=== usb_d_orig_gen ===
Figure 1. Selected gate families (usb_d_orig_gen).
Drawn at 6 px/um.
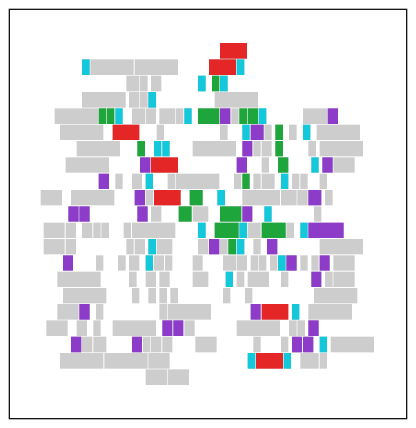

**src/rtl/usb_d_orig_gen.sv**
```systemverilog
// NRZI bit-stuffing USB-style line driver with EOP generation.
// Optional SYNC preamble: define D_ORIG_SYNC_EN.
module usb_d_orig_gen #(
  parameter int CLKS_PER_BIT = 8,
  parameter int EOP_SE0_BITS = 2
) (
  input  logic       clk,
  input  logic       n_rst,
  input  logic       sending,
  input  logic [7:0] data,
  output logic       d_plus,
  output logic       d_minus
);

  localparam int TW =
    $clog2(CLKS_PER_BIT * (EOP_SE0_BITS + 1) + 1);
  localparam logic [TW-1:0] BIT_LAST =
    TW'(CLKS_PER_BIT - 1);
  localparam logic [TW-1:0] SE0_LAST =
    TW'(CLKS_PER_BIT * EOP_SE0_BITS - 1);

  typedef enum logic [2:0] {
    S_IDLE,
    S_LOAD,
    S_SYNC,
    S_SHIFT,
    S_STUFF,
    S_EOP_SE0,
    S_EOP_J
  } state_t;

  state_t        state_q, state_d;
  logic [TW-1:0] timer_q, timer_d;
  logic [2:0]    idx_q, idx_d;
  logic [7:0]    sr_q, sr_d;
  logic [2:0]    ones_q, ones_d;
  logic          lvl_q, lvl_d;
  logic          dp_q, dp_d;
  logic          dm_q, dm_d;

  logic          bit_end;
  logic [2:0]    nxt_idx;
  logic          tx_go;
  logic          tx_val;

  assign bit_end = (timer_q == BIT_LAST);
  assign nxt_idx = idx_q + 3'd1;
  assign d_plus  = dp_q;
  assign d_minus = dm_q;

  // State and line registers; reset drives idle J.
  always_ff @(posedge clk) begin
    if (n_rst) begin
      state_q <= S_IDLE;
      timer_q <= '0;
      idx_q   <= '0;
      sr_q    <= '0;
      ones_q  <= '0;
      lvl_q   <= 1'b1;
      dp_q    <= 1'b1;
      dm_q    <= 1'b0;
    end else begin
      state_q <= state_d;
      timer_q <= timer_d;
      idx_q   <= idx_d;
      sr_q    <= sr_d;
      ones_q  <= ones_d;
      lvl_q   <= lvl_d;
      dp_q    <= dp_d;
      dm_q    <= dm_d;
    end
  end

  // Next state, bit sequencing, stuffing and NRZI encode.
  always_comb begin
    state_d = state_q;
    timer_d = timer_q + TW'(1);
    idx_d   = idx_q;
    sr_d    = sr_q;
    ones_d  = ones_q;
    lvl_d   = lvl_q;
    dp_d    = dp_q;
    dm_d    = dm_q;
    tx_go   = 1'b0;
    tx_val  = 1'b0;

    unique case (state_q)
      S_IDLE: begin
        timer_d = '0;
        idx_d   = '0;
        ones_d  = '0;
        lvl_d   = 1'b1;
        dp_d    = 1'b1;
        dm_d    = 1'b0;
        if (sending) state_d = S_LOAD;
      end
      S_LOAD: begin
        timer_d = '0;
        idx_d   = '0;
        tx_go   = 1'b1;
`ifdef D_ORIG_SYNC_EN
        sr_d    = 8'h80;
        tx_val  = 1'b0;
        state_d = S_SYNC;
`else
        sr_d    = data;
        tx_val  = data[0];
        state_d = S_SHIFT;
`endif
      end
      S_SYNC, S_SHIFT, S_STUFF: begin
        if (bit_end) begin
          timer_d = '0;
          if (ones_q == 3'd6) begin
            state_d = S_STUFF;
            tx_go   = 1'b1;
            tx_val  = 1'b0;
          end else if (idx_q == 3'd7) begin
            if (sending || state_q == S_SYNC) begin
              state_d = S_SHIFT;
              sr_d    = data;
              idx_d   = '0;
              tx_go   = 1'b1;
              tx_val  = data[0];
            end else begin
              state_d = S_EOP_SE0;
              dp_d    = 1'b0;
              dm_d    = 1'b0;
            end
          end else begin
            if (state_q == S_STUFF) state_d = S_SHIFT;
            idx_d  = nxt_idx;
            tx_go  = 1'b1;
            tx_val = sr_q[nxt_idx];
          end
        end
      end
      S_EOP_SE0: begin
        if (timer_q == SE0_LAST) begin
          timer_d = '0;
          state_d = S_EOP_J;
          dp_d    = 1'b1;
          dm_d    = 1'b0;
        end
      end
      S_EOP_J: begin
        if (bit_end) begin
          timer_d = '0;
          state_d = S_IDLE;
        end
      end
      default: state_d = S_IDLE;
    endcase

    if (tx_go) begin
      if (tx_val) begin
        lvl_d  = lvl_q;
        ones_d = ones_q + 3'd1;
      end else begin
        lvl_d  = ~lvl_q;
        ones_d = '0;
      end
      dp_d = lvl_d;
      dm_d = ~lvl_d;
    end
  end

endmodule

```
**config.mk**
```make
export PLATFORM = sky130hd
export DESIGN_NAME = usb_d_orig_gen
export DESIGN_NICKNAME = d
export VERILOG_FILES = /design/src/rtl/usb_d_orig_gen.sv
export SDC_FILE = /design/constraint.sdc
export NUM_CORES = 1
export LEC_CHECK = 0
export ABC_AREA = 1
export CAP_MARGIN = 20
export CORE_AREA = 5 5 61 63
export CTS_CLUSTER_SIZE = 8
export DETAILED_ROUTE_END_ITERATION = 8
export DIE_AREA = 0 0 66 68
export GPL_ROUTABILITY_DRIVEN = 0
export SYNTH_ARGS = -nofsm -noshare
export SYNTH_HDL_FRONTEND = slang
export SYNTH_SLANG_ARGS = --single-unit
```
**constraint.sdc**
```tcl
create_clock -name clk -period 4.6 [get_ports clk]
set_input_delay 0.46 -clock clk [delete_from_list [all_inputs] [get_ports clk]]
set_output_delay 0.46 -clock clk [all_outputs]
set_load 0.01 [all_outputs]
```
=== seven_seg_scan_driver_flat ===
**src/rtl/display_pkg.sv**
```systemverilog
// ---------------------------------------------------------------------------
// display_pkg
// Shared definitions for the 7-segment display back end: position-tag codes
// produced by the digit sequencer, the blank digit value, the capture FSM
// state type and the active-low segment patterns (bit 0 = a ... bit 6 = g).
// ---------------------------------------------------------------------------
package display_pkg;

    // Active-low position tags; one zero bit selects the digit slot.
    localparam logic [3:0] POS_D3   = 4'b0111;
    localparam logic [3:0] POS_D2   = 4'b1011;
    localparam logic [3:0] POS_D1   = 4'b1101;
    localparam logic [3:0] POS_D0   = 4'b1110;
    localparam logic [3:0] POS_IDLE = 4'b1111;

    localparam logic [3:0] DIGIT_BLANK = 4'hF;

    typedef enum logic [1:0] {
        WAIT_D3 = 2'd0,
        WAIT_D2 = 2'd1,
        WAIT_D1 = 2'd2,
        WAIT_D0 = 2'd3
    } cap_state_t;

    // Active-low segment patterns, gfedcba.
    localparam logic [6:0] SEG_0     = 7'b1000000;
    localparam logic [6:0] SEG_1     = 7'b1111001;
    localparam logic [6:0] SEG_2     = 7'b0100100;
    localparam logic [6:0] SEG_3     = 7'b0110000;
    localparam logic [6:0] SEG_4     = 7'b0011001;
    localparam logic [6:0] SEG_5     = 7'b0010010;
    localparam logic [6:0] SEG_6     = 7'b0000010;
    localparam logic [6:0] SEG_7     = 7'b1111000;
    localparam logic [6:0] SEG_8     = 7'b0000000;
    localparam logic [6:0] SEG_9     = 7'b0010000;
    localparam logic [6:0] SEG_DASH  = 7'b0111111;
    localparam logic [6:0] SEG_BLANK = 7'b1111111;

endpackage

```
**src/rtl/seven_seg_scan_driver_if.sv**
```systemverilog
// ---------------------------------------------------------------------------
// seven_seg_scan_driver_if
// Bundles the digit stream from the sequencer and the display pins.
//   digit_in    4  digit value (0-9 numerals, A-E dash, F blank)
//   pos_code_in 4  active-low position tag, 1111 = idle
//   an          4  anode enables, active-low
//   seg         7  segments a..g, active-low
//   dp          1  decimal point, active-low
//   frame_tick  1  one-cycle pulse on frame commit
// master: sequencer / pin observer side.  slave: the scan driver.
// ---------------------------------------------------------------------------
interface seven_seg_scan_driver_if;

    logic [3:0] digit_in;
    logic [3:0] pos_code_in;
    logic [3:0] an;
    logic [6:0] seg;
    logic       dp;
    logic       frame_tick;

    modport master (
        output digit_in,
        output pos_code_in,
        input  an,
        input  seg,
        input  dp,
        input  frame_tick
    );

    modport slave (
        input  digit_in,
        input  pos_code_in,
        output an,
        output seg,
        output dp,
        output frame_tick
    );

endinterface

```
**src/rtl/bcd_to_7seg.sv**
```systemverilog
// ---------------------------------------------------------------------------
// bcd_to_7seg
// Combinational 4-bit digit to active-low 7-segment decoder.
//   digit  in  4  0-9 numerals, A-E dash, F blank
//   seg    out 7  segments a..g (bit 0 = a), active-low
// ---------------------------------------------------------------------------
module bcd_to_7seg
    import display_pkg::*;
(
    input  logic [3:0] digit,
    output logic [6:0] seg
);

    always_comb begin
        seg = SEG_BLANK;
        case (digit)
            4'h0: seg = SEG_0;
            4'h1: seg = SEG_1;
            4'h2: seg = SEG_2;
            4'h3: seg = SEG_3;
            4'h4: seg = SEG_4;
            4'h5: seg = SEG_5;
            4'h6: seg = SEG_6;
            4'h7: seg = SEG_7;
            4'h8: seg = SEG_8;
            4'h9: seg = SEG_9;
            4'hA, 4'hB, 4'hC, 4'hD, 4'hE: seg = SEG_DASH;
            default: seg = SEG_BLANK;
        endcase
    end

endmodule

```
**src/rtl/seven_seg_scan_driver.sv**
```systemverilog
// ---------------------------------------------------------------------------
// seven_seg_scan_driver
// Assembles a four-digit frame from the tagged digit stream, commits it
// atomically to the display buffer and time-multiplexes the buffer onto a
// 4-digit common-anode display with blanking at the start of every slot.
// Ports:
//   clk  system clock
//   rst  asynchronous active-high reset
//   bus  seven_seg_scan_driver_if.slave (digit stream in, display pins out)
// Parameters:
//   REFRESH_DIV   clock cycles per digit slot (>= 2, > BLANK_CYCLES)
//   BLANK_CYCLES  all-anodes-off cycles at the start of each slot (0 = none)
//   DP_MASK       bit i lights the decimal point of digit i
// ---------------------------------------------------------------------------
module seven_seg_scan_driver
    import display_pkg::*;
#(
    parameter int         REFRESH_DIV  = 50000,
    parameter int         BLANK_CYCLES = 16,
    parameter logic [3:0] DP_MASK      = 4'b0000
) (
    input  logic                    clk,
    input  logic                    rst,
    seven_seg_scan_driver_if.slave  bus
);

    localparam int PW = $clog2(REFRESH_DIV);
    localparam logic [PW-1:0] PRESC_TC = PW'(REFRESH_DIV - 1);

    cap_state_t       state, state_nxt;
    logic             wr_d3, wr_d2, wr_d1, commit;
    logic [3:1][3:0]  stage;
    logic [3:0][3:0]  disp;
    logic             frame_tick_r;

    logic [PW-1:0]    presc;
    logic [1:0]       idx;
    logic             blank_slot;
    logic [6:0]       seg_dec;
    logic [3:0]       an_r;
    logic [6:0]       seg_r;
    logic             dp_r;

    // Capture FSM: state register
    always_ff @(posedge clk or posedge rst) begin
        if (rst) begin
            state <= WAIT_D3;
        end else begin
            state <= state_nxt;
        end
    end

    // Capture FSM: next state. Non one-hot-low codes are idle and hold.
    always_comb begin
        state_nxt = state;
        case (bus.pos_code_in)
            POS_D3: state_nxt = WAIT_D2;
            POS_D2: state_nxt = (state == WAIT_D2) ? WAIT_D1 : WAIT_D3;
            POS_D1: state_nxt = (state == WAIT_D1) ? WAIT_D0 : WAIT_D3;
            POS_D0: state_nxt = WAIT_D3;
            default: state_nxt = state;
        endcase
    end

    // Capture FSM: outputs (staging write enables and frame commit)
    always_comb begin
        wr_d3  = 1'b0;
        wr_d2  = 1'b0;
        wr_d1  = 1'b0;
        commit = 1'b0;
        case (bus.pos_code_in)
            POS_D3: wr_d3  = 1'b1;
            POS_D2: wr_d2  = (state == WAIT_D2);
            POS_D1: wr_d1  = (state == WAIT_D1);
            POS_D0: commit = (state == WAIT_D0);
            default: ;
        endcase
    end

    // Staging and display buffer; digit 0 goes straight from the input.
    always_ff @(posedge clk or posedge rst) begin
        if (rst) begin
            stage        <= {3{DIGIT_BLANK}};
            disp         <= {4{DIGIT_BLANK}};
            frame_tick_r <= 1'b0;
        end else begin
            if (wr_d3) stage[3] <= bus.digit_in;
            if (wr_d2) stage[2] <= bus.digit_in;
            if (wr_d1) stage[1] <= bus.digit_in;
            if (commit) disp <= {stage[3], stage[2], stage[1], bus.digit_in};
            frame_tick_r <= commit;
        end
    end

    // Scan timing: prescaler and slot index, untouched by capture.
    always_ff @(posedge clk or posedge rst) begin
        if (rst) begin
            presc <= '0;
            idx   <= 2'd0;
        end else if (presc == PRESC_TC) begin
            presc <= '0;
            idx   <= idx + 2'd1;
        end else begin
            presc <= presc + 1'b1;
        end
    end

    generate
        if (BLANK_CYCLES == 0) begin : g_no_blank
            assign blank_slot = 1'b0;
        end else begin : g_blank
            assign blank_slot = (presc < PW'(BLANK_CYCLES));
        end
    endgenerate

    bcd_to_7seg u_dec (
        .digit (disp[idx]),
        .seg   (seg_dec)
    );

    // Registered pin drivers
    always_ff @(posedge clk or posedge rst) begin
        if (rst) begin
            an_r  <= 4'b1111;
            seg_r <= SEG_BLANK;
            dp_r  <= 1'b1;
        end else if (blank_slot) begin
            an_r  <= 4'b1111;
            seg_r <= SEG_BLANK;
            dp_r  <= 1'b1;
        end else begin
            an_r  <= ~(4'b0001 << idx);
            seg_r <= seg_dec;
            dp_r  <= ~DP_MASK[idx];
        end
    end

    assign bus.an         = an_r;
    assign bus.seg        = seg_r;
    assign bus.dp         = dp_r;
    assign bus.frame_tick = frame_tick_r;

endmodule

```
**src/flat_wrapper.sv**
```systemverilog
// flat-port wrapper written by rule: the top's interface ports become plain ports
module seven_seg_scan_driver_flat import display_pkg::*;
#(
    parameter int         REFRESH_DIV  = 50000,
    parameter int         BLANK_CYCLES = 16,
    parameter logic [3:0] DP_MASK      = 4'b0000
)
  (clk, rst, bus_digit_in, bus_pos_code_in, bus_an, bus_seg, bus_dp, bus_frame_tick);
  seven_seg_scan_driver_if bus_i ();
  input  logic clk;
  input  logic rst;
  input wire logic [$bits(bus_i.digit_in)-1:0] bus_digit_in;
  input wire logic [$bits(bus_i.pos_code_in)-1:0] bus_pos_code_in;
  output wire logic [$bits(bus_i.an)-1:0] bus_an;
  output wire logic [$bits(bus_i.seg)-1:0] bus_seg;
  output wire logic [$bits(bus_i.dp)-1:0] bus_dp;
  output wire logic [$bits(bus_i.frame_tick)-1:0] bus_frame_tick;
  assign bus_i.digit_in = bus_digit_in;
  assign bus_i.pos_code_in = bus_pos_code_in;
  assign bus_an = bus_i.an;
  assign bus_seg = bus_i.seg;
  assign bus_dp = bus_i.dp;
  assign bus_frame_tick = bus_i.frame_tick;
  seven_seg_scan_driver #(.REFRESH_DIV(REFRESH_DIV), .BLANK_CYCLES(BLANK_CYCLES), .DP_MASK(DP_MASK)) u_core (.clk(clk), .rst(rst), .bus(bus_i));
endmodule
```
**config.mk**
```make
export PLATFORM = sky130hd
export DESIGN_NAME = seven_seg_scan_driver_flat
export DESIGN_NICKNAME = d
export VERILOG_FILES = /design/src/rtl/display_pkg.sv /design/src/rtl/seven_seg_scan_driver_if.sv /design/src/rtl/bcd_to_7seg.sv /design/src/rtl/seven_seg_scan_driver.sv /design/src/flat_wrapper.sv
export SDC_FILE = /design/constraint.sdc
export NUM_CORES = 1
export LEC_CHECK = 0
export CORE_MARGIN = 2
export CORE_UTILIZATION = 25
export DETAILED_ROUTE_END_ITERATION = 10
export PLACE_DENSITY_LB_ADDON = 0.3
export SYNTH_ARGS = -nofsm -noshare
export SYNTH_HDL_FRONTEND = slang
export SYNTH_SLANG_ARGS = --single-unit
```
**constraint.sdc**
```tcl
create_clock -name clk -period 4.8 [get_ports clk]
set_input_delay 0.96 -clock clk [delete_from_list [all_inputs] [get_ports clk]]
set_output_delay 0.96 -clock clk [all_outputs]
set_load 0.01 [all_outputs]
```
=== gpio_ctrl ===
**src/rtl/gpio_ctrl.sv**
```systemverilog
// Memory-mapped GPIO controller: direction, output latch with set/clear,
// synchronised inputs and edge-detect interrupts with W1C status.
module gpio_ctrl #(
  parameter int GPIO_WIDTH  = 8,
  parameter int DATA_WIDTH  = 32,
  parameter int SYNC_STAGES = 2
) (
  input  logic                  clk,
  input  logic                  reset,
  input  logic [2:0]            addr,
  input  logic                  wr_en,
  input  logic                  rd_en,
  input  logic [DATA_WIDTH-1:0] wdata,
  output logic [DATA_WIDTH-1:0] rdata,
  input  logic [GPIO_WIDTH-1:0] gpio_in,
  output logic [GPIO_WIDTH-1:0] gpio_out,
  output logic [GPIO_WIDTH-1:0] gpio_oe,
  output logic                  irq
);

  localparam int GW = GPIO_WIDTH;
  localparam int CW = $clog2(SYNC_STAGES + 2);
  localparam logic [CW-1:0] PRIME_MAX = CW'(SYNC_STAGES + 1);

  localparam logic [2:0] A_DIN  = 3'd0;
  localparam logic [2:0] A_DOUT = 3'd1;
  localparam logic [2:0] A_DIR  = 3'd2;
  localparam logic [2:0] A_IEN  = 3'd3;
  localparam logic [2:0] A_ESEL = 3'd4;
  localparam logic [2:0] A_STAT = 3'd5;
  localparam logic [2:0] A_SET  = 3'd6;
  localparam logic [2:0] A_CLR  = 3'd7;

  logic [GW-1:0] sync_q [SYNC_STAGES];
  logic [GW-1:0] wval;
  logic [GW-1:0] din;
  logic [GW-1:0] prev;
  logic [GW-1:0] data_out;
  logic [GW-1:0] dir;
  logic [GW-1:0] irq_en;
  logic [GW-1:0] edge_sel;
  logic [GW-1:0] irq_stat;
  logic [GW-1:0] rise;
  logic [GW-1:0] fall;
  logic [GW-1:0] hit;
  logic [GW-1:0] w1c;
  logic [GW-1:0] rd_val;
  logic [CW-1:0] prime;
  logic          primed;

  assign wval = wdata[GW-1:0];
  assign din  = sync_q[SYNC_STAGES-1];

  if (DATA_WIDTH > GW) begin : g_hi
    logic unused_hi;
    assign unused_hi = ^wdata[DATA_WIDTH-1:GW];
  end

  always_ff @(posedge clk or posedge reset) begin
    if (reset) begin
      for (int i = 0; i < SYNC_STAGES; i++)
        sync_q[i] <= '0;
      prev <= '0;
    end else begin
      sync_q[0] <= gpio_in;
      for (int i = 1; i < SYNC_STAGES; i++)
        sync_q[i] <= sync_q[i-1];
      prev <= din;
    end
  end

  // Edges stay masked until the synchroniser and prev hold real pin data
  always_ff @(posedge clk or posedge reset) begin
    if (reset)
      prime <= '0;
    else if (!primed)
      prime <= prime + CW'(1);
  end

  assign primed = (prime == PRIME_MAX);
  assign rise   = din & ~prev;
  assign fall   = ~din & prev;
  assign hit    = primed ? ((rise & ~edge_sel) | (fall & edge_sel)) : '0;

  always_ff @(posedge clk or posedge reset) begin
    if (reset) begin
      data_out <= '0;
      dir      <= '0;
      irq_en   <= '0;
      edge_sel <= '0;
    end else if (wr_en) begin
      unique case (addr)
        A_DOUT:  data_out <= wval;
        A_DIR:   dir      <= wval;
        A_IEN:   irq_en   <= wval;
        A_ESEL:  edge_sel <= wval;
        A_SET:   data_out <= data_out | wval;
        A_CLR:   data_out <= data_out & ~wval;
        default: ;
      endcase
    end
  end

  // A new edge in the same cycle as a W1C keeps the bit set
  assign w1c = (wr_en && addr == A_STAT) ? wval : '0;

  always_ff @(posedge clk or posedge reset) begin
    if (reset)
      irq_stat <= '0;
    else
      irq_stat <= (irq_stat & ~w1c) | hit;
  end

  assign gpio_out = data_out & dir;
  assign gpio_oe  = dir;
  assign irq      = |(irq_stat & irq_en);

  always_comb begin
    rd_val = '0;
    if (rd_en) begin
      unique case (addr)
        A_DIN:   rd_val = din;
        A_DOUT:  rd_val = data_out;
        A_DIR:   rd_val = dir;
        A_IEN:   rd_val = irq_en;
        A_ESEL:  rd_val = edge_sel;
        A_STAT:  rd_val = irq_stat;
        default: rd_val = '0;
      endcase
    end
    rdata = '0;
    rdata[GW-1:0] = rd_val;
  end

endmodule
```
**config.mk**
```make
export PLATFORM = sky130hd
export DESIGN_NAME = gpio_ctrl
export DESIGN_NICKNAME = d
export VERILOG_FILES = /design/src/rtl/gpio_ctrl.sv
export SDC_FILE = /design/constraint.sdc
export NUM_CORES = 1
export LEC_CHECK = 0
export CAP_MARGIN = 30
export CORE_MARGIN = 10
export CORE_UTILIZATION = 40
export CTS_CLUSTER_SIZE = 30
export DETAILED_ROUTE_END_ITERATION = 10
export GPL_ROUTABILITY_DRIVEN = 0
export PLACE_DENSITY = 0.71
export SETUP_SLACK_MARGIN = 0.02
export SLEW_MARGIN = 20
export SYNTH_ARGS = -nofsm -noshare
export SYNTH_HDL_FRONTEND = slang
export SYNTH_SLANG_ARGS = --single-unit
```
**constraint.sdc**
```tcl
create_clock -name clk -period 2.8 [get_ports clk]
set_input_delay 0.28 -clock clk [delete_from_list [all_inputs] [get_ports clk]]
set_output_delay 0.28 -clock clk [all_outputs]
set_load 0.01 [all_outputs]
```
=== collision_arbiter_flat ===
### src/rtl/collision_arbiter_if.sv
// Signal bundle between the object drawers, the collision arbiter and the game-state logic.
// The master side drives drawing requests and frame timing; the slave side reports collisions.
interface collision_arbiter_if #(
  parameter int P_ROCKETS = 2,
  parameter int A_ROCKETS = 3,
  parameter int BONUSES   = 2,
  parameter int CNT_W     = 4
);
  logic                 startOfFrame;
  logic signed [10:0]   pixelY;
  logic                 dr_player;
  logic                 dr_aliens;
  logic [P_ROCKETS-1:0] dr_procket;
  logic [A_ROCKETS-1:0] dr_arocket;
  logic [BONUSES-1:0]   dr_bonus;
  logic                 godmode_en;

  logic [P_ROCKETS-1:0] alien_hit;
  logic [A_ROCKETS-1:0] arocket_hit_player;
  logic                 player_hit;
  logic [P_ROCKETS-1:0] procket_clash;
  logic [A_ROCKETS-1:0] arocket_clash;
  logic [BONUSES-1:0]   bonus_hit;
  logic                 border_reached;
  logic                 invulnerable;
  logic [CNT_W-1:0]     frame_hits;

  modport master (
    output startOfFrame, pixelY, dr_player, dr_aliens, dr_procket, dr_arocket, dr_bonus,
           godmode_en,
    input  alien_hit, arocket_hit_player, player_hit, procket_clash, arocket_clash,
           bonus_hit, border_reached, invulnerable, frame_hits
  );

  modport slave (
    input  startOfFrame, pixelY, dr_player, dr_aliens, dr_procket, dr_arocket, dr_bonus,
           godmode_en,
    output alien_hit, arocket_hit_player, player_hit, procket_clash, arocket_clash,
           bonus_hit, border_reached, invulnerable, frame_hits
  );
endinterface

### src/rtl/collision_arbiter.sv
// Per-frame collision arbiter: one registered pulse per object per frame, player
// invulnerability window with god-mode override, and a saturating per-frame hit tally.
module collision_arbiter #(
  parameter int P_ROCKETS     = 2,
  parameter int A_ROCKETS     = 3,
  parameter int BONUSES       = 2,
  parameter int BORDER_Y      = 479,
  parameter int INVULN_FRAMES = 30,
  parameter int CNT_W         = 4
) (
  input logic                clk,
  input logic                resetN,
  collision_arbiter_if.slave bus
);
  localparam int INV_W = ($clog2(INVULN_FRAMES + 1) < 1) ? 1 : $clog2(INVULN_FRAMES + 1);
  localparam logic [INV_W-1:0]   INV_LOAD = INV_W'(INVULN_FRAMES);
  localparam logic signed [10:0] BORDER_S = $signed(11'(BORDER_Y));

  function automatic logic [3:0] popcount(input logic [P_ROCKETS-1:0] v);
    logic [3:0] n;
    n = '0;
    for (int i = 0; i < P_ROCKETS; i++) n = n + {3'b000, v[i]};
    return n;
  endfunction

  function automatic logic [CNT_W-1:0] sat_add(input logic [CNT_W-1:0] a, input logic [3:0] b);
    logic [CNT_W+4:0] s;
    s = {5'b0, a} + {{(CNT_W + 1){1'b0}}, b};
    return (s > {5'b0, {CNT_W{1'b1}}}) ? {CNT_W{1'b1}} : s[CNT_W-1:0];
  endfunction

  logic [P_ROCKETS-1:0] alien_raw_p0, pc_raw_p0, alien_nxt_p0, pc_nxt_p0;
  logic [A_ROCKETS-1:0] arh_raw_p0, ac_raw_p0, arh_nxt_p0, ac_nxt_p0;
  logic [BONUSES-1:0]   bonus_raw_p0, bonus_nxt_p0;
  logic                 border_raw_p0, border_nxt_p0, dmg_raw_p0, player_nxt_p0;

  logic [P_ROCKETS-1:0] alien_emsk, pc_emsk;
  logic [A_ROCKETS-1:0] arh_emsk, ac_emsk;
  logic [BONUSES-1:0]   bonus_emsk;
  logic                 border_emsk, dmg_emsk;

  logic [P_ROCKETS-1:0] alien_msk_p1, pc_msk_p1, alien_hit_p1, pc_hit_p1;
  logic [A_ROCKETS-1:0] arh_msk_p1, ac_msk_p1, arh_hit_p1, ac_hit_p1;
  logic [BONUSES-1:0]   bonus_msk_p1, bonus_hit_p1;
  logic                 border_msk_p1, border_hit_p1, dmg_msk_p1, player_hit_p1;

  logic [INV_W-1:0]     inv_cnt_p1;
  logic [CNT_W-1:0]     acc_p1, acc_nxt_p0, frame_hits_p1;
  logic                 invulnerable;

  assign invulnerable = (inv_cnt_p1 != '0) | bus.godmode_en;

  // Stage p0: per-pixel overlap conditions, frame-masked into next-cycle pulses
  always_comb begin
    alien_raw_p0  = bus.dr_procket & {P_ROCKETS{bus.dr_aliens}};
    arh_raw_p0    = bus.dr_arocket & {A_ROCKETS{bus.dr_player}};
    pc_raw_p0     = bus.dr_procket & {P_ROCKETS{|bus.dr_arocket}};
    ac_raw_p0     = bus.dr_arocket & {A_ROCKETS{|bus.dr_procket}};
    bonus_raw_p0  = bus.dr_bonus   & {BONUSES{|bus.dr_procket}};
    border_raw_p0 = bus.dr_aliens & (bus.pixelY > BORDER_S);
    dmg_raw_p0    = (bus.dr_aliens & bus.dr_player) | (|arh_raw_p0);

    alien_emsk  = bus.startOfFrame ? '0 : alien_msk_p1;
    arh_emsk    = bus.startOfFrame ? '0 : arh_msk_p1;
    pc_emsk     = bus.startOfFrame ? '0 : pc_msk_p1;
    ac_emsk     = bus.startOfFrame ? '0 : ac_msk_p1;
    bonus_emsk  = bus.startOfFrame ? '0 : bonus_msk_p1;
    border_emsk = bus.startOfFrame ? 1'b0 : border_msk_p1;
    dmg_emsk    = bus.startOfFrame ? 1'b0 : dmg_msk_p1;

    alien_nxt_p0  = alien_raw_p0 & ~alien_emsk;
    arh_nxt_p0    = arh_raw_p0 & ~arh_emsk;
    pc_nxt_p0     = pc_raw_p0 & ~pc_emsk;
    ac_nxt_p0     = ac_raw_p0 & ~ac_emsk;
    bonus_nxt_p0  = bonus_raw_p0 & ~bonus_emsk;
    border_nxt_p0 = border_raw_p0 & ~border_emsk;
    // Damage mask still latches while invulnerable, so no late hit once protection ends.
    player_nxt_p0 = dmg_raw_p0 & ~dmg_emsk & ~invulnerable;

    acc_nxt_p0 = sat_add(bus.startOfFrame ? '0 : acc_p1, popcount(alien_nxt_p0));
  end

  // Stage p1: registered pulses, seen-this-frame masks, invulnerability and tally
  always_ff @(posedge clk or negedge resetN) begin
    if (!resetN) begin
      alien_msk_p1  <= '0;
      arh_msk_p1    <= '0;
      pc_msk_p1     <= '0;
      ac_msk_p1     <= '0;
      bonus_msk_p1  <= '0;
      border_msk_p1 <= 1'b0;
      dmg_msk_p1    <= 1'b0;
      alien_hit_p1  <= '0;
      arh_hit_p1    <= '0;
      pc_hit_p1     <= '0;
      ac_hit_p1     <= '0;
      bonus_hit_p1  <= '0;
      border_hit_p1 <= 1'b0;
      player_hit_p1 <= 1'b0;
      inv_cnt_p1    <= '0;
      acc_p1        <= '0;
      frame_hits_p1 <= '0;
    end else begin
      alien_msk_p1  <= alien_emsk | alien_raw_p0;
      arh_msk_p1    <= arh_emsk | arh_raw_p0;
      pc_msk_p1     <= pc_emsk | pc_raw_p0;
      ac_msk_p1     <= ac_emsk | ac_raw_p0;
      bonus_msk_p1  <= bonus_emsk | bonus_raw_p0;
      border_msk_p1 <= border_emsk | border_raw_p0;
      dmg_msk_p1    <= dmg_emsk | dmg_raw_p0;
      alien_hit_p1  <= alien_nxt_p0;
      arh_hit_p1    <= arh_nxt_p0;
      pc_hit_p1     <= pc_nxt_p0;
      ac_hit_p1     <= ac_nxt_p0;
      bonus_hit_p1  <= bonus_nxt_p0;
      border_hit_p1 <= border_nxt_p0;
      player_hit_p1 <= player_nxt_p0;
      acc_p1        <= acc_nxt_p0;
      if (bus.startOfFrame) frame_hits_p1 <= acc_p1;
      if (player_hit_p1) inv_cnt_p1 <= INV_LOAD;
      else if (bus.startOfFrame && (inv_cnt_p1 != '0)) inv_cnt_p1 <= inv_cnt_p1 - INV_W'(1);
    end
  end

  assign bus.alien_hit          = alien_hit_p1;
  assign bus.arocket_hit_player = arh_hit_p1;
  assign bus.player_hit         = player_hit_p1;
  assign bus.procket_clash      = pc_hit_p1;
  assign bus.arocket_clash      = ac_hit_p1;
  assign bus.bonus_hit          = bonus_hit_p1;
  assign bus.border_reached     = border_hit_p1;
  assign bus.invulnerable       = invulnerable;
  assign bus.frame_hits         = frame_hits_p1;
endmodule
### src/flat_wrapper.sv
// flat-port wrapper written by rule: the top's interface ports become plain ports
module collision_arbiter_flat 
#(
  parameter int P_ROCKETS     = 2,
  parameter int A_ROCKETS     = 3,
  parameter int BONUSES       = 2,
  parameter int BORDER_Y      = 479,
  parameter int INVULN_FRAMES = 30,
  parameter int CNT_W         = 4
)
  (clk, resetN, bus_startOfFrame, bus_pixelY, bus_dr_player, bus_dr_aliens, bus_dr_procket, bus_dr_arocket, bus_dr_bonus, bus_godmode_en, bus_alien_hit, bus_arocket_hit_player, bus_player_hit, bus_procket_clash, bus_arocket_clash, bus_bonus_hit, bus_border_reached, bus_invulnerable, bus_frame_hits);
  collision_arbiter_if #(.P_ROCKETS(P_ROCKETS), .A_ROCKETS(A_ROCKETS), .BONUSES(BONUSES), .CNT_W(CNT_W)) bus_i ();
  input logic clk;
  input logic resetN;
  input wire logic [$bits(bus_i.startOfFrame)-1:0] bus_startOfFrame;
  input wire logic [$bits(bus_i.pixelY)-1:0] bus_pixelY;
  input wire logic [$bits(bus_i.dr_player)-1:0] bus_dr_player;
  input wire logic [$bits(bus_i.dr_aliens)-1:0] bus_dr_aliens;
  input wire logic [$bits(bus_i.dr_procket)-1:0] bus_dr_procket;
  input wire logic [$bits(bus_i.dr_arocket)-1:0] bus_dr_arocket;
  input wire logic [$bits(bus_i.dr_bonus)-1:0] bus_dr_bonus;
  input wire logic [$bits(bus_i.godmode_en)-1:0] bus_godmode_en;
  output wire logic [$bits(bus_i.alien_hit)-1:0] bus_alien_hit;
  output wire logic [$bits(bus_i.arocket_hit_player)-1:0] bus_arocket_hit_player;
  output wire logic [$bits(bus_i.player_hit)-1:0] bus_player_hit;
  output wire logic [$bits(bus_i.procket_clash)-1:0] bus_procket_clash;
  output wire logic [$bits(bus_i.arocket_clash)-1:0] bus_arocket_clash;
  output wire logic [$bits(bus_i.bonus_hit)-1:0] bus_bonus_hit;
  output wire logic [$bits(bus_i.border_reached)-1:0] bus_border_reached;
  output wire logic [$bits(bus_i.invulnerable)-1:0] bus_invulnerable;
  output wire logic [$bits(bus_i.frame_hits)-1:0] bus_frame_hits;
  assign bus_i.startOfFrame = bus_startOfFrame;
  assign bus_i.pixelY = bus_pixelY;
  assign bus_i.dr_player = bus_dr_player;
  assign bus_i.dr_aliens = bus_dr_aliens;
  assign bus_i.dr_procket = bus_dr_procket;
  assign bus_i.dr_arocket = bus_dr_arocket;
  assign bus_i.dr_bonus = bus_dr_bonus;
  assign bus_i.godmode_en = bus_godmode_en;
  assign bus_alien_hit = bus_i.alien_hit;
  assign bus_arocket_hit_player = bus_i.arocket_hit_player;
  assign bus_player_hit = bus_i.player_hit;
  assign bus_procket_clash = bus_i.procket_clash;
  assign bus_arocket_clash = bus_i.arocket_clash;
  assign bus_bonus_hit = bus_i.bonus_hit;
  assign bus_border_reached = bus_i.border_reached;
  assign bus_invulnerable = bus_i.invulnerable;
  assign bus_frame_hits = bus_i.frame_hits;
  collision_arbiter #(.P_ROCKETS(P_ROCKETS), .A_ROCKETS(A_ROCKETS), .BONUSES(BONUSES), .BORDER_Y(BORDER_Y), .INVULN_FRAMES(INVULN_FRAMES), .CNT_W(CNT_W)) u_core (.clk(clk), .resetN(resetN), .bus(bus_i));
endmodule
### config.mk
export PLATFORM = sky130hd
export DESIGN_NAME = collision_arbiter_flat
export DESIGN_NICKNAME = d
export VERILOG_FILES = /design/src/rtl/collision_arbiter_if.sv /design/src/rtl/collision_arbiter.sv /design/src/flat_wrapper.sv
export SDC_FILE = /design/constraint.sdc
export NUM_CORES = 1
export LEC_CHECK = 0
export CAP_MARGIN = 10
export CORE_MARGIN = 2
export CORE_UTILIZATION = 37
export CTS_CLUSTER_DIAMETER = 40
export CTS_CLUSTER_SIZE = 8
export DETAILED_ROUTE_END_ITERATION = 8
export PLACE_DENSITY_LB_ADDON = 0.15
export SYNTH_ARGS = -nofsm -noshare
export SYNTH_HDL_FRONTEND = slang
export SYNTH_SLANG_ARGS = --single-unit
export TNS_END_PERCENT = 50
### constraint.sdc
create_clock -name clk -period 1.8 [get_ports clk]
set_input_delay 0.18 -clock clk [delete_from_list [all_inputs] [get_ports clk]]
set_output_delay 0.18 -clock clk [all_outputs]
set_load 0.02 [all_outputs]

## Gallery

Wire density map.
Plate I
Drawn at 2 px/um. 22 x 22 tiles, from dark purple (low) to yellow (high), scaled to the fullest tile. Values are wire area over tile area, all layers added.
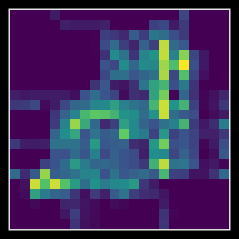
Plate II
Drawn at 4 px/um. 14 x 14 tiles, from dark purple (low) to yellow (high), scaled to the fullest tile. Values are wire area over tile area, all layers added.
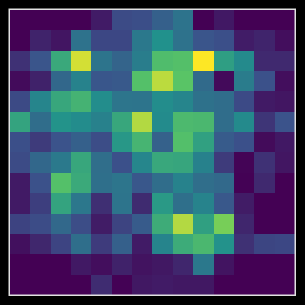
Plate III
Drawn at 4 px/um. 13 x 14 tiles, from dark purple (low) to yellow (high), scaled to the fullest tile. Values are wire area over tile area, all layers added.
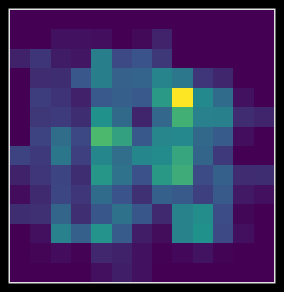
Plate IV
Drawn at 2 px/um. 22 x 22 tiles, from dark purple (low) to yellow (high), scaled to the fullest tile. Values are wire area over tile area, all layers added.
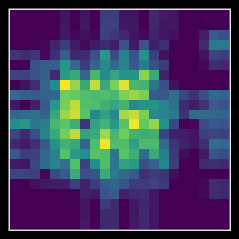
collision_arbiter_flat is Plate II.
usb_d_orig_gen is Plate III.
gpio_ctrl is Plate IV.
seven_seg_scan_driver_flat is Plate I.

Key to Plate II:
emptiest ninth of the die	south-west
tiles over half the peak	18%
fullest tile	0.37

Figure 2. Cell outlines without signal wires (seven_seg_scan_driver_flat).
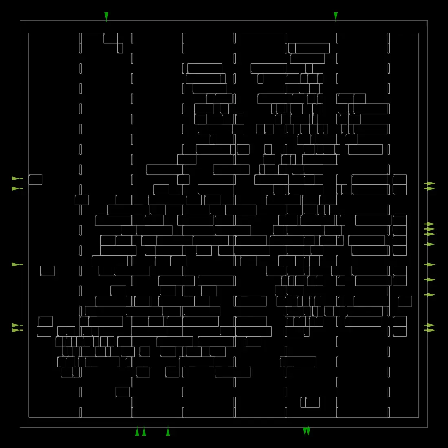
Post-Layout Cell Count: 400
tap cell count: 140

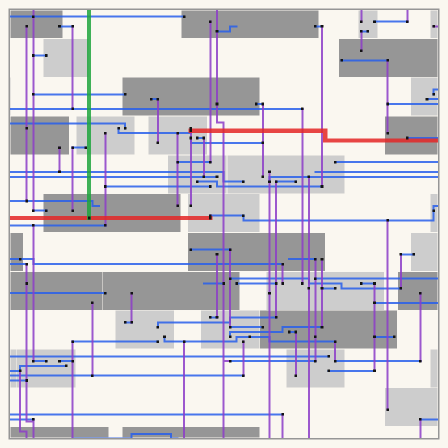
Figure 3: seven_seg_scan_driver_flat, a small window of the routed layout.
Region (40, 40) to (70, 70) um. Cells in grey, sequential cells in the stronger grey; small squares are vias.
layer	colour
metal 1	blue
metal 2	purple
metal 3	red
metal 4	green
cells with their middle in the window	23
most frequent	mux2_2 (7), dfstp_2 (7)
netlist names of flops here include	u_core.disp (5), u_core.stage (2)
sequential cells in the window	8

==> impl_metrics.ini, seven_seg_scan_driver_flat <==
; yosys + openroad results
[status]
status = finished, final reports clean

[sta]
setup_slack_ns = 2.459

[routing]
firstDrtPassIters = 4
vias = 1690

[logic_synthesis]
edf_count = 0
yosys_warnings = 0

[worst_hold_path]
whs_endpoint = u_core.presc[0]

[placed_design]
io_buffers = 21
gp_congestion = 0.7078
post-place-ws_ns = 2.125

[finish]
area_delta_synth_final_pct = 19.97

[worst_setup_path]
regToRegSetupSlack_ns = 2.83
endpoint_kind = output port
crit_end = bus_seg[4]

[floorplanning]
fp_util_pct = 25.66
rows = 38
-- seven_seg_scan_driver_flat: layout by cell type, fill, tap and decap left out, drive strengths merged, types with 6 or more instances in the layout --
cell,count
nand2,17
dfrtp,21
clkdlybuf4s50,21
nor2,12
clkbuf,9
xnor2,7
nand3,6
xor2,7
dfstp,39
mux2,29
o21ai,10
inv,15
ha,10
a21oi,10
-- seven_seg_scan_driver_flat: flip-flops by register name, indices dropped and copies added (netlist names) --
register and count:
u_core.bus.an 4, u_core.bus.frame_tick 1, u_core.bus.seg 7, u_core.disp 16, u_core.idx 2, u_core.presc 16, u_core.stage 12, u_core.state 2
-- seven_seg_scan_driver_flat: per-stage QoR --
stage	power [mW]	instances
after floorplan	0.6680	227
after global placement	0.7130	384
after detailed placement	0.7152	384
after CTS	1.133	400
after global routing	1.181	400
final	1.113	400
-- seven_seg_scan_driver_flat: layout make-up --
| cell class | instances | area (sq um) |
|---|---|---|
| repair buffers | 24 | 232.7 |
| clock buffers | 9 | 123.9 |
| clock inverters | 7 | 57.56 |
| fillers | 1110 | 7503 |
| flip-flops and latches | 60 | 1550 |
| well taps | 140 | 175.2 |
| multi-input cells | 148 | 1152 |
| inverters | 12 | 45.04 |
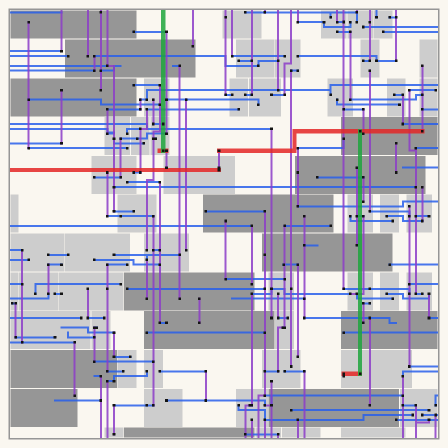
Figure 4: collision_arbiter_flat, a small window of the routed layout.
Region (21, 21) to (51, 51) um. Cells in grey, sequential cells in the stronger grey; small squares are vias.
layer	colour
metal 4	green
metal 2	purple
metal 1	blue
metal 3	red
cells with their middle in the window	54
netlist names of flops here include	u_core.acc_p1 (2), u_core.alien_msk_p1 (2), u_core.bus.alien_hit (2)
most frequent	dfrtp_1 (13), o21ai_0 (9), inv_1 (8)
sequential cells in the window	13

==> impl_metrics.ini, collision_arbiter_flat <==
; yosys + openroad results
[cts]
cts_buffer_depth = 2
cts_tree = done
post_cts_buffers = 0
ctsHoldBuffers = 1
clkSinkCount = 41

[floorplanning]
core_sq_um = 4354

[run]
cap_viol_max_count = 0
warnings = 33

[pwr]
switchingPower_mw = 0.6395
seq-power_mw = 1.16
clockPowerShare_pct = 26.1
swShare_pct = 28.30

[worst_setup_path]
crit_cells = 9
critPathLaunchType = input port
regToRegSetupSlack_ns = 0.13
cp_slowest_cell = clkdlybuf4s50_1

[finish]
antenna_cells = 0
drive_gt1_share_pct = 14.57

[global_routing]
grt_pass1_wl_mm = 5.671
antenna_found_initial = 0

[placed_design]
post-place-ws_ns = -0.3708

[logic_synthesis]
yosys_warnings = 0
netlist_area_sq_um = 1668
top_cell_area_share_pct = 61.52

[sta]
hold_viol = 0
max_freq_mhz = 576.1
period_used_pct = 96.44
min_period_ns = 1.736

[routing]
postRouteAntennaNets = 0
routed_wl_mm = 3.416

[status]
status = finished, final reports clean
[collision_arbiter_flat: cell type report]
class                           instances  area, sq um  share of cell area, %
Multi-Input combinational cell         83        569.3                  25.12
Timing Repair Buffer                   47        440.4                  19.44
Inverter                               21        78.83                  3.479
Clock buffer                            7        86.33                  3.810
Tap cell                               52        65.06                  2.871
Sequential cell                        41         1026                  45.28
[collision_arbiter_flat: logic make-up after synthesis]
group / Yosys count / synth area share [%]
buf+inv: 24 / 5.402
mux: 5 / 3.376
simple gates: 24 / 8.402
compound gates: 48 / 16.36
fa+ha+maj: 6 / 4.951
flops: 41 / 61.52
[collision_arbiter_flat: through the flow]
step	total power [mW]	hold WS, ns
final	2.260	0.2153
after global routing	2.390	0.2167
after CTS	2.289	0.4517
after detailed placement	1.686	0.2729
after global placement	1.660	0.2676
after floorplan	1.449	-0.1156
[collision_arbiter_flat: per-layer routing]
metal | share of wire, % | track usage [%] | up-vias
li1 | - | - | 600
met1 | 47 | 18.61 | 599
met2 | 49 | 23.35 | 28
met3 | 3.8 | 4.131 | 4
met4 | 1.0 | 5.241 | 0
met5 | 0 | 0 | -
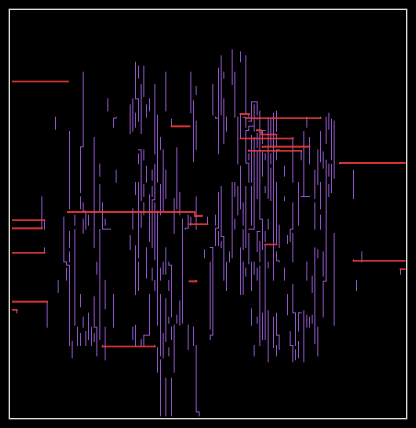
Figure 5: usb_d_orig_gen, wiring by layer.
Drawn at 6 px/um. Two of the layers only.
layer	colour	wire length
metal 2	purple	1320 um
metal 3	red	135 um
drt wl/cell: 10.85 um
Tot GR Track Use: 14.02%

Notes on Figure 1 above:
family	colour	cells
aoi and oai cells	purple	30
inv cells	cyan	29
nor cells	green	17
fa/ha/maj cells	red	7
Comb area share: 48.50%
Commonest Layout Cell: nand2_1
Post-Layout Cell Count: 259

==> impl_metrics.ini, usb_d_orig_gen <==
; yosys + openroad results
[status]
status = finished, final reports clean

[placed_design]
post-place-ws_ns = 2.533
dpl.cell_count = 255

[routing]
met2_length_mm = 1.324
drc_errors = 0
vias = 1274
dr_wl_met3_um = 134
firstDrtPassIters = 4
postRouteAntennaNets = 0

[finish]
nClkBuffers = 3
largest_reg_flops = 8
largestClassByArea = logic gates
biggestRegsByFlops = sr_q: 8 flops, timer_q: 5 flops
flops = 25
drive_gt1_share_pct = 9.390
nNonClkBuffers = 12

[worst_setup_path]
critPathLaunch = timer_q[0]
cp_max_fo = 9
crit_cells = 8
cpMostUsedCell = nand2_1

[cts]
ctsHoldBuffers = 0

[worst_hold_path]
whs_endpoint = sr_q[4]
hold_class = reg2reg

[logic_synthesis]
ys.flops = 25
ys_sh_adder_pct = 6.329
xor_area_share_pct = 0.6329

[floorplanning]
fp_util_pct = 43.53
ios = 13
tapCellCount = 46
die_w_um = 66

[run]
warnings = 28

[sta]
hold_viol = 0
setup_viol_count_final = 0

[global_routing]
antenna_found_initial = 0
first_global_vias = 1199

[pwr]
power_mw = 0.8042
==> usb_d_orig_gen: Yosys cell counts, types with 3 or more instances <==
master | instances | area share, %
dfxtp_1 | 25 | 36
a21oi_1 | 21 | 7.6
nand3_1 | 22 | 8.0
o21ai_0 | 4 | 1.4
ha_1 | 7 | 6.3
nor2_1 | 9 | 2.4
nand4_1 | 3 | 1.4
inv_1 | 26 | 7.1
inv_2 | 3 | 0.81
nand2_1 | 55 | 15
==> usb_d_orig_gen: metrics by stage <==
step | instance area (sq um) | utilization [%] | hold WS (ns)
3_5_place_dp | 1554 | 48.88 | 0.4577
2_1_floorplan | 1384 | - | 0.4295
4_1_cts | 1582 | 49.74 | 0.4773
6_report | 1582 | 49.74 | 0.4742
3_3_place_gp | 1554 | 48.88 | 0.4508
5_1_grt | 1582 | 49.74 | 0.5004
==> usb_d_orig_gen: layer usage <==
layer,GRT usage (%),vias to the layer above
li1,-,676
met1,16.60,563
met2,24.53,30
met3,2.627,5
met4,6.599,0
met5,0,-
==> usb_d_orig_gen: power by group <==
part           total, mW  switching (mW)  internal, mW
Clock             0.0989          0.0664        0.0326
Sequential         0.311          0.0435         0.268
Combinational      0.394           0.250         0.144
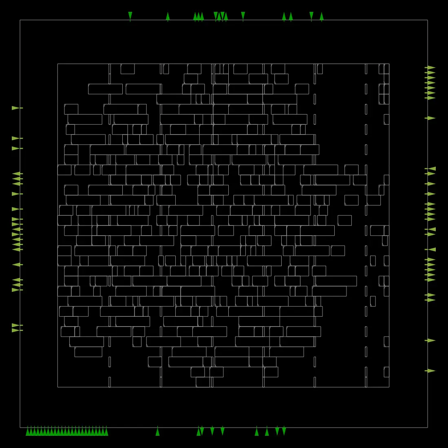
Figure 6: gpio_ctrl, cell outlines without signal wires.
Final Util: 51.34%
tap cell count: 102
flop count: 66

==> impl_metrics.ini, gpio_ctrl <==
; yosys + openroad results
[status]
status = finished, final reports clean

[floorplanning]
core_sq_um = 7767

[finish]
fill_cells = 713
area_delta_synth_final_pct = 23.86

[logic_synthesis]
synth_cell_type_count = 47
yosys_cells = 272
synthTopCellsByCount = dfrtp_1, buf_4, mux2_2
yosysMostFrequentCell = dfrtp_1
syn_inst = 272
synth-main-ff-cell = dfrtp_1
syn_avg_cell_area_sq_um = 11.84
ys.flops = 66
yosys_area_sq_um = 3219

[sta]
rsz0062_at_grt = no
finalSetupTns_ns = 0
hold_ws_ns = 0.3096
max_freq_mhz = 375.7

[pwr]
swShare_pct = 26.62
pg_comb_mw = 0.501
comb_power_share_pct = 19.5

[routing]
drc_errors = 0
drt-initial-drc-count = 159

[cts]
cts_buffer_depth = 2
[gpio_ctrl: worst max-delay path: cells and delay by family]
family	cells	cell delay, ns
compound gates	1	0.16
buf+inv	3	1.34
simple gates	2	0.61
[gpio_ctrl: registers in the layout, indices dropped and copies added (netlist names), 8 cells and up]
signal,count
irq_en,8
irq_stat,8
edge_sel,8
data_out,8
sync_q,8
prev,8
din,8
gpio_oe,8
[gpio_ctrl: kinds of logic (layout without fill, tap and decap cells)]
group / after synthesis / count (layout)
AOI/OAI and AO/OA: 56 / 56
xor gates and xnor gates: 1 / 1
adders and majority gates: 1 / 1
buffers and inverters: 51 / 92
DFF: 66 / 66
muxes: 39 / 39
other: 1 / 24
and+or+nand+nor: 57 / 57
[gpio_ctrl: cell type report]
class                      instances  share of cell area [%]
tap                              102                   3.200
inverter                          15                   1.412
sequential                        66                   41.42
timing repair buffer              61                   14.75
clock inverter                     5                   1.945
multi-input combinational        178                   33.73
clock buffer                      11                   3.546
[gpio_ctrl: metal layers]
layer	GRT usage, %	up-vias	share of wire [%]
met1	16.90	1150	42
met3	4.974	9	10
li1	-	1058	-
met4	3.532	0	0.90
met5	0	-	0
met2	21.34	94	47

=== ncl4_sync_sink ===
$ cat config.mk
export PLATFORM = sky130hd
export DESIGN_NAME = ncl4_sync_sink
export DESIGN_NICKNAME = d
export VERILOG_FILES = /design/src/rtl/ncl4_sync_sink.sv
export SDC_FILE = /design/constraint.sdc
export NUM_CORES = 1
export LEC_CHECK = 0
export ABC_AREA = 1
export ABC_CLOCK_PERIOD_IN_PS = 2800
export CORE_MARGIN = 1.5
export CORE_UTILIZATION = 55
export DETAILED_ROUTE_END_ITERATION = 10
export GPL_TIMING_DRIVEN = 0
export PLACE_DENSITY = 0.78
export SETUP_SLACK_MARGIN = 0.1
export SYNTH_ARGS = -nofsm -noshare
export SYNTH_HDL_FRONTEND = slang
export SYNTH_SLANG_ARGS = --single-unit
export TNS_END_PERCENT = 50
$ cat constraint.sdc
create_clock -name clk -period 2.8 [get_ports clk]
set_input_delay 0.28 -clock clk [delete_from_list [all_inputs] [get_ports clk]]
set_output_delay 0.28 -clock clk [all_outputs]
set_load 0.01 [all_outputs]
$ cat src/rtl/ncl4_sync_sink.sv
// ncl4_sync_sink: clocked consumer for a four-rail (1-of-4) NCL wavefront source.
// Synchronises the rails, qualifies settled DATA/NULL wavefronts, drives the
// upstream completion signal and queues each legal DATA value in a small FIFO.
module ncl4_sync_sink #(
  parameter int SYNC_STAGES   = 2,
  parameter int STABLE_CYCLES = 2,
  parameter int FIFO_DEPTH    = 4,
  parameter int SEQ_CHECK     = 1,
  parameter int SEQ_STEP      = 3
) (
  input  logic        clk,
  input  logic        init,
  input  logic [3:0]  rails,
  output logic        comp_out,
  output logic [1:0]  dout,
  output logic        dout_valid,
  input  logic        dout_ready,
  output logic        seq_err,
  output logic        illegal_err,
  output logic [15:0] wave_cnt
);

  localparam int SW = $clog2(STABLE_CYCLES + 1);
  localparam int AW = $clog2(FIFO_DEPTH);
  localparam int CW = $clog2(FIFO_DEPTH + 1);
  localparam logic [SW-1:0] STAB_MAX = SW'(STABLE_CYCLES);
  localparam logic [CW-1:0] CNT_FULL = CW'(FIFO_DEPTH);
  localparam logic [1:0]    STEP     = 2'(SEQ_STEP);

  typedef enum logic {WAIT_DATA = 1'b0, WAIT_NULL = 1'b1} state_t;

  function automatic logic is_onehot(input logic [3:0] v);
    return (v != 4'b0000) && ((v & (v - 4'd1)) == 4'b0000);
  endfunction

  function automatic logic [1:0] rail_index(input logic [3:0] v);
    if (v[3])      return 2'd3;
    else if (v[2]) return 2'd2;
    else if (v[1]) return 2'd1;
    else           return 2'd0;
  endfunction

  logic [3:0]    sync_q [SYNC_STAGES];
  logic [3:0]    s;
  logic [3:0]    prev_q;
  logic [SW-1:0] stab_q, stab_d;
  logic          settled;

  state_t        state_q;
  logic [1:0]    hist_q;
  logic          hist_vld_q;

  logic [1:0]    mem_q [FIFO_DEPTH];
  logic [AW-1:0] wr_ptr_q, rd_ptr_q;
  logic [CW-1:0] cnt_q;
  logic          full, push, pop;
  logic [1:0]    push_val;

  assign s = sync_q[SYNC_STAGES-1];

  // Rail synchroniser chain plus the previous-sample register for stability.
  always_ff @(posedge clk) begin
    if (init) begin
      for (int i = 0; i < SYNC_STAGES; i++) sync_q[i] <= 4'b0000;
      prev_q <= 4'b0000;
      stab_q <= '0;
    end else begin
      sync_q[0] <= rails;
      for (int i = 1; i < SYNC_STAGES; i++) sync_q[i] <= sync_q[i-1];
      prev_q <= s;
      stab_q <= stab_d;
    end
  end

  // Stability count for this cycle's sample; settled is judged on the new count
  // so acceptance lands on the edge that completes the qualification window.
  always_comb begin
    stab_d = stab_q;
    if (s != prev_q)             stab_d = SW'(1);
    else if (stab_q != STAB_MAX) stab_d = stab_q + SW'(1);
    settled  = (stab_d == STAB_MAX);
    full     = (cnt_q == CNT_FULL);
    pop      = dout_valid && dout_ready;
    push_val = rail_index(s);
    push     = (state_q == WAIT_DATA) && settled && is_onehot(s) && !full;
  end

  // Handshake FSM with registered completion, error pulses, counter and history.
  always_ff @(posedge clk) begin
    if (init) begin
      state_q     <= WAIT_DATA;
      comp_out    <= 1'b0;
      seq_err     <= 1'b0;
      illegal_err <= 1'b0;
      wave_cnt    <= 16'd0;
      hist_q      <= 2'd0;
      hist_vld_q  <= 1'b0;
    end else begin
      seq_err     <= 1'b0;
      illegal_err <= 1'b0;
      case (state_q)
        WAIT_DATA: begin
          if (push) begin
            wave_cnt   <= wave_cnt + 16'd1;
            comp_out   <= 1'b1;
            state_q    <= WAIT_NULL;
            hist_q     <= push_val;
            hist_vld_q <= 1'b1;
            if ((SEQ_CHECK != 0) && hist_vld_q && (push_val != 2'(hist_q + STEP)))
              seq_err <= 1'b1;
          end else if (settled && (s != 4'b0000) && !is_onehot(s)) begin
            // Multi-hot is flagged but still completed so the ring keeps cycling.
            illegal_err <= 1'b1;
            comp_out    <= 1'b1;
            state_q     <= WAIT_NULL;
          end
        end
        WAIT_NULL: begin
          if (settled && (s == 4'b0000)) begin
            comp_out <= 1'b0;
            state_q  <= WAIT_DATA;
          end
        end
        default: begin
          comp_out <= 1'b0;
          state_q  <= WAIT_DATA;
        end
      endcase
    end
  end

  // FIFO pointers and occupancy; full uses the start-of-cycle count.
  always_ff @(posedge clk) begin
    if (init) begin
      wr_ptr_q <= '0;
      rd_ptr_q <= '0;
      cnt_q    <= '0;
    end else begin
      if (push) wr_ptr_q <= wr_ptr_q + AW'(1);
      if (pop)  rd_ptr_q <= rd_ptr_q + AW'(1);
      case ({push, pop})
        2'b10:   cnt_q <= cnt_q + CW'(1);
        2'b01:   cnt_q <= cnt_q - CW'(1);
        default: cnt_q <= cnt_q;
      endcase
    end
  end

  // FIFO storage; contents are only meaningful under the occupancy count.
  always_ff @(posedge clk) begin
    if (push) mem_q[wr_ptr_q] <= push_val;
  end

  // Head presentation, forced to zero while empty.
  always_comb begin
    dout_valid = (cnt_q != '0);
    dout       = dout_valid ? mem_q[rd_ptr_q] : 2'd0;
  end

endmodule

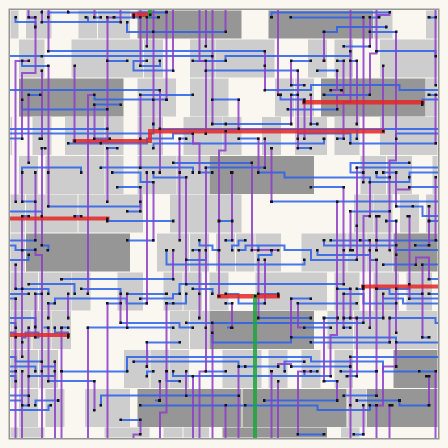
Figure 7: ncl4_sync_sink, a small window of the routed layout.
Region (21, 21) to (51, 51) um. Cells in grey, sequential cells in the stronger grey; small squares are vias.
layer	colour
metal 4	green
metal 2	purple
metal 1	blue
metal 3	red
cells with their middle in the window	90
most frequent	nand2_1 (14), nor2_1 (14), inv_1 (11)
netlist names of flops here include	cnt_q (2), stab_q (2), wave_cnt (2)
sequential cells in the window	9

==> impl_metrics.ini <==
; yosys + openroad results
[status]
status = complete, but fails checks
failed_checks = design-rule violations

[global_routing]
grt_max_degree = 17
grt_pass1_wl_mm = 8.556

[placed_design]
io_buffers = 27

[finish]
seq_share_pct = 38.39
nNonClkBuffers = 38
stdcell_count = 452
nClkBuffers = 6
fill_cells = 378
regArea_sq_um = 1161
combGateArea_sq_um = 1077
multi_input_comb_cells = 227
clock_area_share_pct = 3.641

[logic_synthesis]
yosysSeqAreaShare_pct = 45.03
netlist_area_sq_um = 2579
synth-main-ff-cell = dfxtp_1

[worst_setup_path]
critPathMaxStageDelay_ns = 0.44

[routing]
wl_met1_mm = 2.430
routed.top_layer = met4
drc_errors = 2

[run]
cap_viol_max_count = 0

[sta]
period_used_pct = 86.60
slew_headroom_pct = 66.23

[cts]
cts.repair.resized = 0
clk-insertion-delay-late_ns = 0.31

[worst_hold_path]
hold_class = in2reg

[floorplanning]
rows = 24
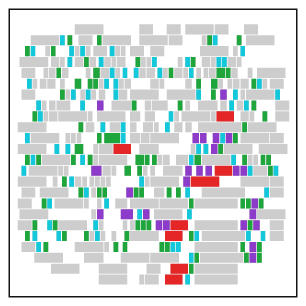
Figure 8: ncl4_sync_sink, selected gate families.
Drawn at 4 px/um.
family	colour	cells
inv cells	cyan	73
aoi and oai cells	purple	26
fa/ha/maj cells	red	8
nor cells	green	83

-- worst paths after layout --
check	start	endpoint	slack [ns]	cells past startpoint
setup / recovery	sync_q[0][7]	cnt_q[2]	0.38	14
hold / removal	init	sync_q[0][7]	0.32	2
setup reg to reg	sync_q[0][7]	cnt_q[2]	0.38	14
hold reg to reg	sync_q[0][0]	sync_q[0][4]	0.41	2
-- power by group --
group / switching (mW) / internal (mW)
logic: 0.208 / 0.146
clock network: 0.256 / 0.267
registers: 0.0352 / 0.832
total: 0.498 / 1.24
-- registers in the layout, indices dropped and copies added, names as in the netlist, named ones only --
| signal | cells |
|---|---|
| stab_q | 2 |
| seq_err | 1 |
| mem_q | 8 |
| hist_vld_q | 1 |
| state_q | 1 |
| prev_q | 4 |
| rd_ptr_q | 2 |
| wave_cnt | 16 |
| illegal_err | 1 |
| hist_q | 2 |
| wr_ptr_q | 2 |
| sync_q | 8 |
| comp_out | 1 |
| cnt_q | 3 |
-- kinds of logic after synthesis --
family	share of synthesized area, %
AND-OR/OR-AND	5.629
adder cells (fa/ha/maj)	4.173
buffers and inverters	13.20
AND/OR/NAND/NOR	31.64
flip-flops	45.03
XOR/XNOR	0.3397


==> gallery <==
Wiring by layer.
picture 1
Drawn at 4 px/um. Two of the layers only.
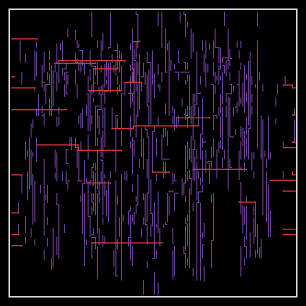
picture 2
Drawn at 3 px/um. Two of the layers only.
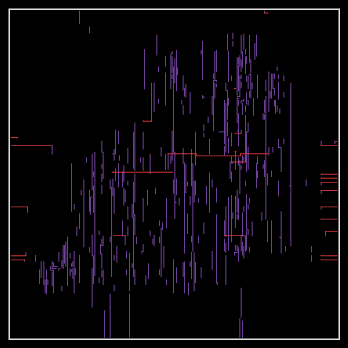
picture 3
Drawn at 3 px/um. Two of the layers only.
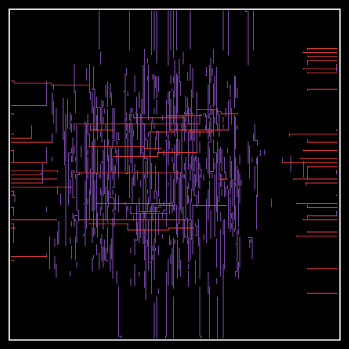
picture 4
Drawn at 6 px/um. Two of the layers only.
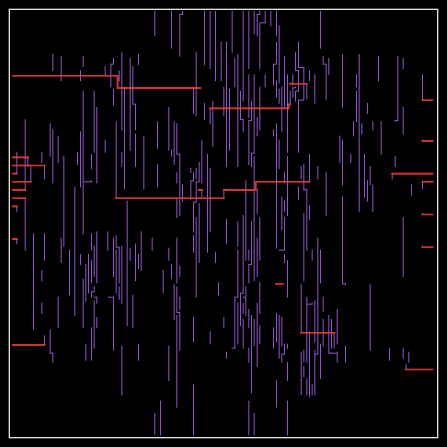
Picture 2 is seven_seg_scan_driver_flat.
Picture 1 is ncl4_sync_sink.
Picture 4 is collision_arbiter_flat.
Picture 3 is gpio_ctrl.
The one with the most wire is picture 3.
The one with the least wire is picture 4.

No activity file was given, so power comes from the tool's default toggle rates.
